# design 1

### Zoomed window, design 1

Region (84, 84) to (109, 109) um. Cells in grey, sequential cells in the stronger grey; small squares are vias.
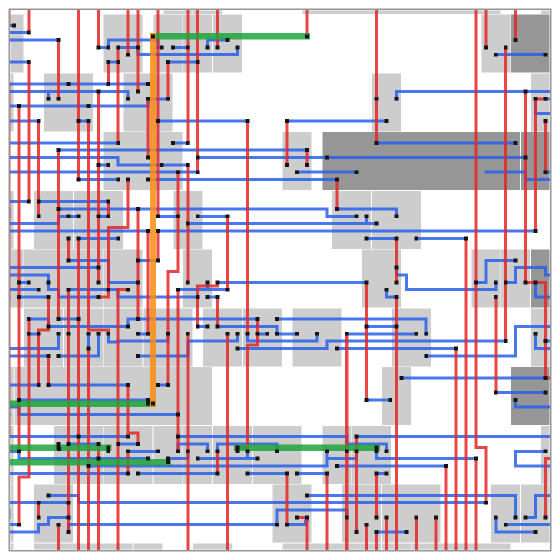

==> src/rtl/pool_2.sv <==
// 2x2 / stride-2 signed max pooling of the conv2 feature maps held in the shared
// result BRAM; every pooled pixel is written back to the pool2 region of that BRAM.
`timescale 1ns/1ps

module pool_2 #(
    parameter int POOL2_DEEP        = 50,
    parameter int POOL2_INPUT       = 8,
    parameter int POOL2_OUTPUT      = 4,
    parameter int CONV2_RESULT_BASE = 14400,
    parameter int POOL2_RESULT_BASE = 17600
) (
    input  logic              clk,
    input  logic              rst,
    input  logic              pool_2_en,
    input  logic signed [7:0] result_bram_douta,
    output logic              result_bram_ena,
    output logic              result_bram_wea,
    output logic [14:0]       result_bram_addra,
    output logic [7:0]        result_bram_dina,
    output logic              pool_2_finish
);

    localparam int ADDR_W  = 15;
    localparam int CH_W    = $clog2(POOL2_DEEP + 1);
    localparam int RC_W    = (POOL2_OUTPUT > 1) ? $clog2(POOL2_OUTPUT) : 1;
    localparam int MAP_IN  = POOL2_INPUT * POOL2_INPUT;
    localparam int MAP_OUT = POOL2_OUTPUT * POOL2_OUTPUT;

    typedef enum logic [5:0] {
        S_IDLE    = 6'b000001,
        S_CHECK   = 6'b000010,
        S_LOAD    = 6'b000100,
        S_COMPARE = 6'b001000,
        S_STORE   = 6'b010000,
        S_DONE    = 6'b100000
    } state_t;

    state_t             r_state;
    state_t             w_state_next;

    logic [CH_W-1:0]    r_channel;
    logic [RC_W-1:0]    r_row;
    logic [RC_W-1:0]    r_column;
    logic [1:0]         r_count;
    logic [1:0]         r_circle;
    logic signed [7:0]  r_window [4];
    logic signed [7:0]  r_max;

    logic               r_ena;
    logic               r_wea;
    logic [ADDR_W-1:0]  r_addra;
    logic [7:0]         r_dina;
    logic               r_finish;

    logic               w_last_slot;
    logic               w_last_pixel;
    logic               w_all_done;
    logic               w_col_wrap;
    logic               w_row_wrap;
    logic [ADDR_W-1:0]  w_rd_addr;
    logic [ADDR_W-1:0]  w_wr_addr;
    logic signed [7:0]  w_max_lo;
    logic signed [7:0]  w_max_hi;
    logic signed [7:0]  w_max;

    assign result_bram_ena   = r_ena;
    assign result_bram_wea   = r_wea;
    assign result_bram_addra = r_addra;
    assign result_bram_dina  = r_dina;
    assign pool_2_finish     = r_finish;

    assign w_last_slot  = (r_circle == 2'd3);
    assign w_last_pixel = (r_count == 2'd3);
    assign w_all_done   = (r_channel == CH_W'(POOL2_DEEP));
    assign w_col_wrap   = (r_column == RC_W'(POOL2_OUTPUT - 1));
    assign w_row_wrap   = (r_row == RC_W'(POOL2_OUTPUT - 1));

    // r_count walks the window as {dr, dc}: (0,0), (0,1), (1,0), (1,1).
    assign w_rd_addr = ADDR_W'(CONV2_RESULT_BASE
                               + int'(r_channel) * MAP_IN
                               + (2 * int'(r_row) + int'(r_count[1])) * POOL2_INPUT
                               + 2 * int'(r_column) + int'(r_count[0]));

    assign w_wr_addr = ADDR_W'(POOL2_RESULT_BASE
                               + int'(r_channel) * MAP_OUT
                               + int'(r_row) * POOL2_OUTPUT
                               + int'(r_column));

    assign w_max_lo = (r_window[0] > r_window[1]) ? r_window[0] : r_window[1];
    assign w_max_hi = (r_window[2] > r_window[3]) ? r_window[2] : r_window[3];
    assign w_max    = (w_max_lo > w_max_hi) ? w_max_lo : w_max_hi;

    always_ff @(posedge clk or negedge rst) begin
        if (!rst) begin
            r_state <= S_IDLE;
        end else begin
            r_state <= w_state_next;
        end
    end

    // DONE is the only state that moves with the enable low: it returns to IDLE.
    always_comb begin
        // NOTE: default assigned first so every path drives w_state_next and no latch is inferred.
        w_state_next = r_state;
        if (pool_2_en) begin
            case (r_state)
                S_IDLE:    w_state_next = S_CHECK;
                S_CHECK:   w_state_next = w_all_done ? S_DONE : S_LOAD;
                S_LOAD:    w_state_next = (w_last_slot && w_last_pixel) ? S_COMPARE : S_LOAD;
                S_COMPARE: w_state_next = S_STORE;
                S_STORE:   w_state_next = w_last_slot ? S_CHECK : S_STORE;
                S_DONE:    w_state_next = S_DONE;
                default:   w_state_next = S_IDLE;
            endcase
        end else if (r_state == S_DONE) begin
            w_state_next = S_IDLE;
        end
    end

    always_ff @(posedge clk or negedge rst) begin
        if (!rst) begin
            r_channel <= '0;
            r_row     <= '0;
            r_column  <= '0;
            r_count   <= '0;
            r_circle  <= '0;
            // NOTE: the window is only four bytes, so it is reset like any other register.
            for (int i = 0; i < 4; i++) begin
                r_window[i] <= '0;
            end
            r_max    <= '0;
            r_ena    <= 1'b0;
            r_wea    <= 1'b0;
            r_addra  <= '0;
            r_dina   <= '0;
            r_finish <= 1'b0;
        end else if (pool_2_en) begin
            // NOTE: non-blocking throughout, so every branch reads the pre-edge register values.
            case (r_state)
                S_IDLE: begin
                    r_channel <= '0;
                    r_row     <= '0;
                    r_column  <= '0;
                    r_count   <= '0;
                    r_circle  <= '0;
                    for (int i = 0; i < 4; i++) begin
                        r_window[i] <= '0;
                    end
                    r_ena    <= 1'b0;
                    r_wea    <= 1'b0;
                    r_finish <= 1'b0;
                end

                S_CHECK: begin
                    if (w_all_done) begin
                        r_finish <= 1'b1;
                    end else begin
                        r_count  <= '0;
                        r_circle <= '0;
                    end
                end

                // Each pixel owns a 4-cycle slot: address in cycle 0, data captured in cycle 3.
                S_LOAD: begin
                    case (r_circle)
                        2'd0: begin
                            r_ena    <= 1'b1;
                            r_wea    <= 1'b0;
                            r_addra  <= w_rd_addr;
                            r_circle <= 2'd1;
                        end
                        2'd1, 2'd2: begin
                            r_circle <= r_circle + 2'd1;
                        end
                        default: begin
                            r_window[r_count] <= result_bram_douta;
                            r_count           <= r_count + 2'd1;
                            r_circle          <= 2'd0;
                            if (w_last_pixel) begin
                                r_ena <= 1'b0;
                            end
                        end
                    endcase
                end

                S_COMPARE: begin
                    r_max    <= w_max;
                    r_circle <= 2'd0;
                end

                S_STORE: begin
                    case (r_circle)
                        2'd0: begin
                            r_ena    <= 1'b1;
                            r_wea    <= 1'b1;
                            r_addra  <= w_wr_addr;
                            r_dina   <= r_max;
                            r_circle <= 2'd1;
                        end
                        2'd1, 2'd2: begin
                            r_circle <= r_circle + 2'd1;
                        end
                        default: begin
                            r_ena    <= 1'b0;
                            r_wea    <= 1'b0;
                            r_circle <= 2'd0;
                            if (w_col_wrap) begin
                                r_column <= '0;
                                if (w_row_wrap) begin
                                    r_row     <= '0;
                                    r_channel <= r_channel + CH_W'(1);
                                end else begin
                                    r_row <= r_row + RC_W'(1);
                                end
                            end else begin
                                r_column <= r_column + RC_W'(1);
                            end
                        end
                    endcase
                end

                S_DONE: begin
                    r_finish <= 1'b1;
                    r_ena    <= 1'b0;
                    r_wea    <= 1'b0;
                end

                default: begin
                    r_ena <= 1'b0;
                    r_wea <= 1'b0;
                end
            endcase
        end
    end

endmodule

==> config.mk <==
export PLATFORM = sky130hd
export DESIGN_NAME = pool_2
export DESIGN_NICKNAME = d
export VERILOG_FILES = /design/src/rtl/pool_2.sv
export SDC_FILE = /design/constraint.sdc
export NUM_CORES = 1
export LEC_CHECK = 0
export ABC_AREA = 1
export CORE_UTILIZATION = 31
export CTS_CLUSTER_SIZE = 12
export DETAILED_ROUTE_END_ITERATION = 6
export SLEW_MARGIN = 40
export SYNTH_ARGS = -nofsm -noshare
export SYNTH_HDL_FRONTEND = slang
export SYNTH_SLANG_ARGS = --single-unit
==> constraint.sdc <==
create_clock -name clk -period 5.9 [get_ports clk]
set_input_delay 1.77 -clock clk [delete_from_list [all_inputs] [get_ports clk]]
set_output_delay 1.77 -clock clk [all_outputs]
set_load 0.05 [all_outputs]
# design 2

===== src/rtl/pc_counter.sv =====
// pc_counter: loadable up/down program counter with
// modulo or saturating limits, carry pulse and sticky overflow.
module pc_counter #(
   parameter int unsigned WIDTH     = 16,
   parameter int unsigned STEP      = 1,
   parameter bit          SATURATE  = 1'b0,
   parameter logic [WIDTH-1:0] RESET_VAL = '0
) (
   input  logic             clk,
   input  logic             reset,
   input  logic             load,
   input  logic             inc,
   input  logic             dec,
   input  logic [WIDTH-1:0] in,
   output logic [WIDTH-1:0] out,
   output logic             carry,
   output logic             ovf
);

   localparam logic [WIDTH:0] STEP_X = (WIDTH+1)'(STEP);

   logic [WIDTH:0]   sum;
   logic [WIDTH:0]   diff;
   logic [WIDTH-1:0] out_nx;
   logic             carry_nx;
   logic             ovf_nx;
   logic             do_up;
   logic             do_dn;

   assign do_up = inc & ~dec;
   assign do_dn = dec & ~inc;

   // One extra bit catches the crossing on both adder and subtractor
   assign sum  = {1'b0, out} + STEP_X;
   assign diff = {1'b0, out} - STEP_X;

   // Next-state selection: load > count > hold (reset handled in the register)
   always_comb begin
      out_nx   = out;
      carry_nx = 1'b0;
      ovf_nx   = ovf;
      if (load) begin
         out_nx = in;
         ovf_nx = 1'b0;
      end else if (do_up) begin
         if (sum[WIDTH]) begin
            carry_nx = 1'b1;
            ovf_nx   = 1'b1;
            out_nx   = SATURATE ? '1 : sum[WIDTH-1:0];
         end else begin
            out_nx = sum[WIDTH-1:0];
         end
      end else if (do_dn) begin
         if (diff[WIDTH]) begin
            carry_nx = 1'b1;
            ovf_nx   = 1'b1;
            out_nx   = SATURATE ? '0 : diff[WIDTH-1:0];
         end else begin
            out_nx = diff[WIDTH-1:0];
         end
      end
   end

   // Single register set; synchronous reset overrides every other action
   always_ff @(posedge clk) begin
      if (reset) begin
         out   <= RESET_VAL;
         carry <= 1'b0;
         ovf   <= 1'b0;
      end else begin
         out   <= out_nx;
         carry <= carry_nx;
         ovf   <= ovf_nx;
      end
   end

endmodule


===== config.mk =====
export PLATFORM = sky130hd
export DESIGN_NAME = pc_counter
export DESIGN_NICKNAME = d
export VERILOG_FILES = /design/src/rtl/pc_counter.sv
export SDC_FILE = /design/constraint.sdc
export NUM_CORES = 1
export LEC_CHECK = 0
export CAP_MARGIN = 20
export CORE_MARGIN = 2
export CORE_UTILIZATION = 45
export CTS_CLUSTER_SIZE = 28
export DETAILED_ROUTE_END_ITERATION = 10
export DONT_BUFFER_PORTS = 1
export PLACE_DENSITY_LB_ADDON = 0.1
export SLEW_MARGIN = 20
export SYNTH_ARGS = -nofsm -noshare
export SYNTH_HDL_FRONTEND = slang
export SYNTH_SLANG_ARGS = --single-unit

===== constraint.sdc =====
create_clock -name clk -period 2 [get_ports clk]
set_input_delay 0.3 -clock clk [delete_from_list [all_inputs] [get_ports clk]]
set_output_delay 0.3 -clock clk [all_outputs]
set_load 0.01 [all_outputs]

# design 3

**src/rtl/wallace_pkg.sv**
```systemverilog
// Shared definitions for the Wallace-tree multiply-accumulate pipeline.
//   DEF_WIDTH / DEF_GUARD : default operand width and accumulator guard bits
//   prod_w / acc_w        : derived product and accumulator widths
//   tree_stages           : reduction-stage bound for the partial-product tree
//   stage_ctrl_t          : per-stage control bundle carried alongside operands
package wallace_pkg;

    localparam int unsigned DEF_WIDTH = 4;
    localparam int unsigned DEF_GUARD = 4;

    // Full-precision product width.
    function automatic int unsigned prod_w(input int unsigned width);
        return 2 * width;
    endfunction

    // Accumulator width: product plus guard bits.
    function automatic int unsigned acc_w(input int unsigned width, input int unsigned guard);
        return 2 * width + guard;
    endfunction

    // Every non-final reduction stage contains at least one full adder, which
    // removes one bit from the matrix, so the initial bit count bounds the stages.
    function automatic int unsigned tree_stages(input int unsigned width);
        return width * width + 2;
    endfunction

    typedef struct packed {
        logic valid;
        logic signed_mode;
        logic acc_en;
        logic acc_clr;
    } stage_ctrl_t;

endpackage

```
**src/rtl/wallace_tree_mul.sv**
```systemverilog
// Combinational WIDTH x WIDTH multiplier: partial-product matrix (Baugh-Wooley
// when signed_mode=1) reduced by half/full adder layers to two rows, then a
// ripple carry-propagate adder.
//   a, b        : multiplicand, multiplier
//   signed_mode : 1 = two's-complement operands, 0 = unsigned
//   product_c   : 2*WIDTH-bit product (modulo 2^(2*WIDTH))
module wallace_tree_mul
    import wallace_pkg::*;
#(
    parameter int unsigned WIDTH = DEF_WIDTH
) (
    input  logic [WIDTH-1:0]   a,
    input  logic [WIDTH-1:0]   b,
    input  logic               signed_mode,
    output logic [2*WIDTH-1:0] product_c
);

    localparam int unsigned PW     = prod_w(WIDTH);
    // Column heights never exceed WIDTH; HW pads for the k+2 read of a full adder.
    localparam int unsigned HMAX   = WIDTH + 2;
    localparam int unsigned HW     = HMAX + 2;
    localparam int unsigned STAGES = tree_stages(WIDTH);

    // Full adder cell: {carry, sum}.
    function automatic logic [1:0] fa(input logic x, input logic y, input logic z);
        return {(x & y) | (x & z) | (y & z), x ^ y ^ z};
    endfunction

    // Half adder cell: {carry, sum}.
    function automatic logic [1:0] ha(input logic x, input logic y);
        return {x & y, x ^ y};
    endfunction

    logic [HW-1:0] col  [PW];
    int            cnt  [PW];
    logic [HW-1:0] nxt  [PW];
    int            ncnt [PW];

    always_comb begin : reduce
        logic [1:0] r;
        logic       pp;
        logic       carry;

        r         = '0;
        pp        = 1'b0;
        carry     = 1'b0;
        product_c = '0;
        for (int c = 0; c < PW; c++) begin
            col[c]  = '0;
            cnt[c]  = 0;
            nxt[c]  = '0;
            ncnt[c] = 0;
        end

        // Partial products; terms pairing exactly one operand MSB are inverted
        // in signed mode, compensated by the constant ones at columns WIDTH and PW-1.
        for (int i = 0; i < WIDTH; i++) begin
            for (int j = 0; j < WIDTH; j++) begin
                pp = (a[j] & b[i]) ^ (signed_mode & ((i == WIDTH - 1) != (j == WIDTH - 1)));
                col[i+j][cnt[i+j]] = pp;
                cnt[i+j]++;
            end
        end
        col[WIDTH][cnt[WIDTH]] = signed_mode;
        cnt[WIDTH]++;
        col[PW-1][cnt[PW-1]] = signed_mode;
        cnt[PW-1]++;

        // Wallace layers: columns taller than two are compressed 3:2 / 2:2,
        // shorter columns pass through; carries out of the top column are dropped.
        for (int s = 0; s < STAGES; s++) begin
            for (int c = 0; c < PW; c++) begin
                nxt[c]  = '0;
                ncnt[c] = 0;
            end
            for (int c = 0; c < PW; c++) begin
                if (cnt[c] > 2) begin
                    for (int k = 0; k < HMAX; k += 3) begin
                        if (k + 2 < cnt[c]) begin
                            r = fa(col[c][k], col[c][k+1], col[c][k+2]);
                        end else if (k + 1 < cnt[c]) begin
                            r = ha(col[c][k], col[c][k+1]);
                        end else begin
                            r = {1'b0, col[c][k]};
                        end
                        if (k < cnt[c]) begin
                            nxt[c][ncnt[c]] = r[0];
                            ncnt[c]++;
                            if ((k + 1 < cnt[c]) && (c + 1 < PW)) begin
                                nxt[c+1][ncnt[c+1]] = r[1];
                                ncnt[c+1]++;
                            end
                        end
                    end
                end else begin
                    for (int k = 0; k < 2; k++) begin
                        if (k < cnt[c]) begin
                            nxt[c][ncnt[c]] = col[c][k];
                            ncnt[c]++;
                        end
                    end
                end
            end
            for (int c = 0; c < PW; c++) begin
                col[c] = nxt[c];
                cnt[c] = ncnt[c];
            end
        end

        // Final carry-propagate adder over the two remaining rows.
        for (int c = 0; c < PW; c++) begin
            r            = fa(col[c][0], col[c][1], carry);
            product_c[c] = r[0];
            carry        = r[1];
        end
    end

endmodule

```
**src/rtl/wallace_mac.sv**
```systemverilog
// Three-stage multiply-accumulate pipeline around wallace_tree_mul.
//   clk, rst_n          : clock, asynchronous active-low reset
//   ena                 : global enable; low freezes every register
//   in_valid            : operation present on the inputs
//   in_a, in_b          : WIDTH-bit operands
//   signed_mode         : 1 = two's-complement, 0 = unsigned
//   acc_en, acc_clr     : accumulate / load-accumulator controls
//   out_valid           : out_result carries a result this cycle
//   out_result          : extended product or new accumulator value
//   overflow            : sticky accumulator overflow
module wallace_mac
    import wallace_pkg::*;
#(
    parameter int unsigned WIDTH = DEF_WIDTH,
    parameter int unsigned GUARD = DEF_GUARD
) (
    input  logic                           clk,
    input  logic                           rst_n,
    input  logic                           ena,
    input  logic                           in_valid,
    input  logic [WIDTH-1:0]               in_a,
    input  logic [WIDTH-1:0]               in_b,
    input  logic                           signed_mode,
    input  logic                           acc_en,
    input  logic                           acc_clr,
    output logic                           out_valid,
    output logic [acc_w(WIDTH, GUARD)-1:0] out_result,
    output logic                           overflow
);

    localparam int unsigned PROD_W = prod_w(WIDTH);
    localparam int unsigned ACC_W  = acc_w(WIDTH, GUARD);

    stage_ctrl_t       s1_ctrl;
    stage_ctrl_t       s2_ctrl;
    logic [WIDTH-1:0]  s1_a;
    logic [WIDTH-1:0]  s1_b;
    logic [PROD_W-1:0] prod_c;
    logic [PROD_W-1:0] s2_prod;
    logic [ACC_W-1:0]  acc;

    logic [ACC_W-1:0]  ext_c;
    logic [ACC_W:0]    sum_c;
    logic              add_ovf_c;
    logic [ACC_W-1:0]  acc_nxt_c;
    logic [ACC_W-1:0]  res_nxt_c;
    logic              ovf_nxt_c;

    // Stage 1: capture operands and controls.
    always_ff @(posedge clk or negedge rst_n) begin
        if (!rst_n) begin
            s1_ctrl <= '0;
            s1_a    <= '0;
            s1_b    <= '0;
        end else if (ena) begin
            s1_ctrl <= '{valid: in_valid, signed_mode: signed_mode,
                         acc_en: acc_en, acc_clr: acc_clr};
            s1_a    <= in_a;
            s1_b    <= in_b;
        end
    end

    wallace_tree_mul #(
        .WIDTH (WIDTH)
    ) u_mul (
        .a           (s1_a),
        .b           (s1_b),
        .signed_mode (s1_ctrl.signed_mode),
        .product_c   (prod_c)
    );

    // Stage 2: register the product.
    always_ff @(posedge clk or negedge rst_n) begin
        if (!rst_n) begin
            s2_ctrl <= '0;
            s2_prod <= '0;
        end else if (ena) begin
            s2_ctrl <= s1_ctrl;
            s2_prod <= prod_c;
        end
    end

    // Product extension and accumulate add with per-operation overflow rule.
    always_comb begin
        ext_c = ACC_W'(s2_prod);
        if (s2_ctrl.signed_mode && s2_prod[PROD_W-1]) begin
            ext_c = ext_c | ~ACC_W'({PROD_W{1'b1}});
        end
        sum_c = {1'b0, acc} + {1'b0, ext_c};
        if (s2_ctrl.signed_mode) begin
            add_ovf_c = (acc[ACC_W-1] == ext_c[ACC_W-1]) && (sum_c[ACC_W-1] != acc[ACC_W-1]);
        end else begin
            add_ovf_c = sum_c[ACC_W];
        end
    end

    // Stage-3 next values; bubbles leave accumulator, result and flag untouched.
    always_comb begin
        acc_nxt_c = acc;
        res_nxt_c = out_result;
        ovf_nxt_c = overflow;
        if (s2_ctrl.valid) begin
            if (!s2_ctrl.acc_en) begin
                res_nxt_c = ext_c;
            end else if (s2_ctrl.acc_clr) begin
                acc_nxt_c = ext_c;
                res_nxt_c = ext_c;
                ovf_nxt_c = 1'b0;
            end else begin
                acc_nxt_c = sum_c[ACC_W-1:0];
                res_nxt_c = sum_c[ACC_W-1:0];
                ovf_nxt_c = overflow | add_ovf_c;
            end
        end
    end

    // Stage 3: outputs, accumulator and sticky overflow.
    always_ff @(posedge clk or negedge rst_n) begin
        if (!rst_n) begin
            out_valid  <= 1'b0;
            out_result <= '0;
            acc        <= '0;
            overflow   <= 1'b0;
        end else if (ena) begin
            out_valid  <= s2_ctrl.valid;
            out_result <= res_nxt_c;
            acc        <= acc_nxt_c;
            overflow   <= ovf_nxt_c;
        end
    end

endmodule

```
**config.mk**
```make
export PLATFORM = sky130hd
export DESIGN_NAME = wallace_mac
export DESIGN_NICKNAME = d
export VERILOG_FILES = /design/src/rtl/wallace_pkg.sv /design/src/rtl/wallace_tree_mul.sv /design/src/rtl/wallace_mac.sv
export SDC_FILE = /design/constraint.sdc
export NUM_CORES = 1
export LEC_CHECK = 0
export ABC_CLOCK_PERIOD_IN_PS = 3800
export CAP_MARGIN = 20
export CORE_ASPECT_RATIO = 1.5
export CORE_MARGIN = 10
export CORE_UTILIZATION = 40
export CTS_BUF_LIST = sky130_fd_sc_hd__clkbuf_4
export CTS_CLUSTER_SIZE = 20
export DETAILED_ROUTE_END_ITERATION = 8
export PLACE_DENSITY = 0.56
export SYNTH_ARGS = -nofsm -noshare
export SYNTH_HDL_FRONTEND = slang
export SYNTH_HIERARCHICAL = 1
export SYNTH_SLANG_ARGS = --single-unit
```
**constraint.sdc**
```tcl
create_clock -name clk -period 3.8 [get_ports clk]
set_clock_uncertainty 0.1 [all_clocks]
set_input_delay 0.76 -clock clk [delete_from_list [all_inputs] [get_ports clk]]
set_output_delay 0.76 -clock clk [all_outputs]
set_load 0.01 [all_outputs]
```
### Routing congestion, design 1

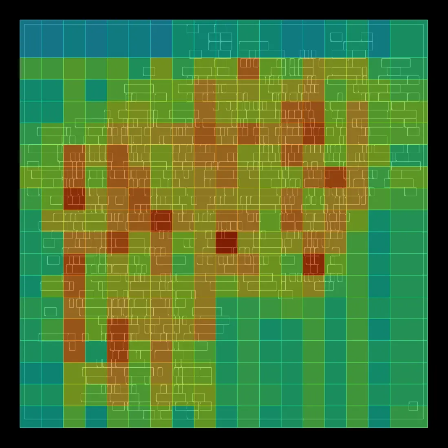
Wirelength per Cell: 13.9 um
GRT Total Usage: 15.3%
grt met3 use: 3.10%
met1 Usage GRT: 21.0%

## Picture notes: 'Zoomed window' of design 1
[green] met3
[red] met2
[blue] met1
[orange] met4
most frequent: nand2_1 (16), nand3_1 (16)
sequential cells in the window: 1
cells with their middle in the window: 49
netlist names of flops here include: `r_max` (1)

==> results.cfg, design 1 <==
; generated from flow reports
[power]
power.share.clock_pct = 29.0
vdd_drop_max_mv = 0.209
pwr-share-seq_pct = 35.9
internal-power_mw = 1.19

[final_timing]
drv_slew = 0
tns_ps = 0
slew_headroom_pct = 52.7
finClkSkew_ps = 8.65
timing.hold.ws_ps = 477
setup_viol = 0

[place]
hpwl_um = 8770
place_congestion = 0.828

[cts]
root_buffer = clkbuf_16

[logic_synthesis]
yosys.area_share.adder_pct = 9.73
synth_top_cell_by_count = nand2_1
ys_sh_mux_pct = 1.80

[status]
status = completed

[floorplanning]
die_area_um2 = 16700

[global_route]
grt-ovfl-total = 0
grt_pass1_vias = 3863

[detailed_routing]
dr_total_vias = 4077
ant_nets = 0
drc_errors = 0

[setup_path]
endpoint = r_max[3]$_DFFE_PN0P_
critPathKind = reg2reg

[layout]
multi_input_comb_cells = 428
nClkBuffers = 11

[hold_path]
hold_path_class = reg2reg
[design 1: worst max-delay path: stages (launching register included)]
cell	delay, ps
dfrtp_1	390
inv_1	60
ha_1	320
nand2_1	90
inv_1	40
nand2_1	60
nand2_1	60
nor2_1	100
nand3_1	280
nand3_2	270
nand2_1	90
and2_1	160
ha_1	290
nand2_1	70
nor2_1	180
nand2_1	80
o211ai_1	90
nand2_1	110
a21oi_2	330
nand3_1	140
nand3_1	150
nand2_1	60
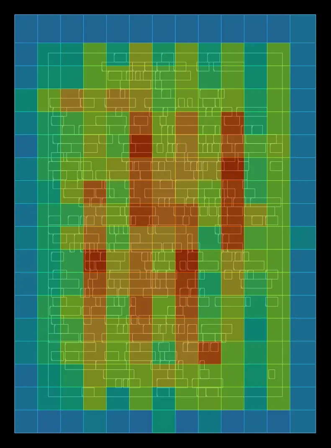
*Routing congestion, design 3*
met1 Usage GRT: 12.5%
grt met3 use: 2.20%
GR Util met2: 23.0%
GRT Max-Usage Layer: met2
Wirelength per Cell: 15.6 um

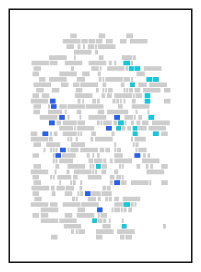
*Logic cells by family, design 3*
(2 px per um)
[cyan] AND-OR and OR-AND gates | cells: 18 | most used: a211o_1
[blue] XOR/XNOR gates | cells: 13 | most used: xnor2_1
Finished Layout Cells: 418
Comb area share: 46.6%

==> results.cfg, design 3 <==
; generated from flow reports
[cts]
cts_made_buffers = 5
hold_buffers = 0
root_buffer = clkbuf_4

[status]
status = completed

[detailed_routing]
routed_wl_um = 6530
wl_met1_um = 2700
met3WireLength_um = 143

[place]
place_area_um2 = 3370
portBuffers = 28

[final_timing]
timing.hold.ws_ps = 352
tns_ps = 0

[setup_path]
crit_buf_inv = 3
start_kind = register
critical-path-max-stage-delay_ps = 560
crit_slowest_cell = fa_1

[layout]
final_common_cell = dfrtp_1
post-route-util_pct = 47.5

[floorplanning]
fp_util_pct = 41.0
core_area_um2 = 7270

[power]
power.total_mw = 2.39

[global_route]
grt_pass1_wl_um = 11200

[logic_synthesis]
synth.top_cell.area_share_pct = 41.9
synth_area_leader_cell = dfrtp_1
syn_area_per_cell_um2 = 10.4
topCellsByArea = dfrtp_1 42%, mux2_2 7.9%, fa_1 6.7%
synth.cell_area_um2 = 2980
synth_top_cell_by_count = dfrtp_1

[run]
tool_warnings = 26
==> design 3: where the power goes <==
part / switching [mW] / internal, mW / total [mW]
clock: 0.183 / 0.140 / 0.324
sequential: 0.143 / 0.704 / 0.847
combinational: 0.620 / 0.600 / 1.22
==> design 3: area by class of cell <==
| type | count | area, um2 |
|---|---|---|
| clock inverters | 3 | 43.8 |
| clock buffers | 5 | 37.5 |
| fillers | 702 | 3820 |
| well taps | 100 | 125 |
| inverters | 19 | 73.8 |
| repair buffers | 33 | 313 |
| multi-input cells | 208 | 1610 |
| flip-flops and latches | 50 | 1250 |
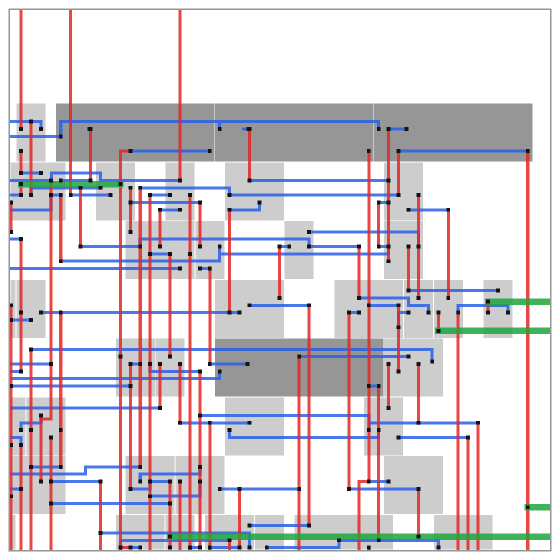
*Zoomed window, design 2*
Region (31, 31) to (56, 56) um. Cells in grey, sequential cells in the stronger grey; small squares are vias.
[blue] met1
[green] met3
[red] met2
netlist names of flops here include: `out` (4)
sequential cells in the window: 4
most frequent: nand2_1 (7), buf_4 (4)
cells with their middle in the window: 36

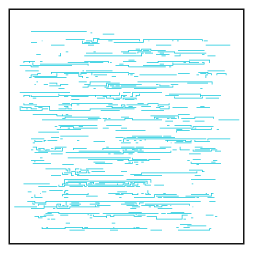
*Signal wires on met1, design 2*
(4 px per um)
nets with wire on the layer: 188
share of all routed wire: 44%
wire length on this layer: 1670 um
met1 Usage GRT: 31.9%
vias post-DR: 1337

==> results.cfg, design 2 <==
; generated from flow reports
[logic_synthesis]
yosys.area_share.adder_pct = 3.78
ys_chip_area_um2 = 1320
syn_area_per_cell_um2 = 7.65
enable_flop_cells = 0
yosys_cells = 173
yosysSeqAreaShare_pct = 27.2

[setup_path]
r2r_start = out[4]$_SDFFE_PP0P_
cp.arrival_ps = 2090

[cts]
clock_path_buffers = 2
cts.sinks = 18

[power]
internal-power_mw = 0.566
p_leak_nw = 0.537
pwr-share-seq_pct = 49.6

[detailed_routing]
routed_wl_um = 3780
drc_errors = 0

[status]
status = completed

[floorplanning]
die_height_um = 58.2
-- design 2: synthesized netlist by cell type (3+ instances only) --
library cell	n
nand2_1	16
nor4_1	3
nand4_1	5
nand3b_1	3
a21oi_1	9
or3_1	5
clkbuf_1	5
dfxtp_1	18
nor2_1	17
nor3_1	9
buf_6	3
xnor2_1	7
a211oi_1	5
o21ai_0	4
ha_1	4
a22oi_1	3
nand3_1	8
and3_1	5
inv_1	8
-- design 2: cell families after synthesis --
family,count (synthesis)
buf+inv,20
flops,18
compound gates,39
xor+xnor,9
simple gates,80
fa+ha+maj,4
mux,3

Power figures rest on the tool's default switching activity, not on a simulated workload.
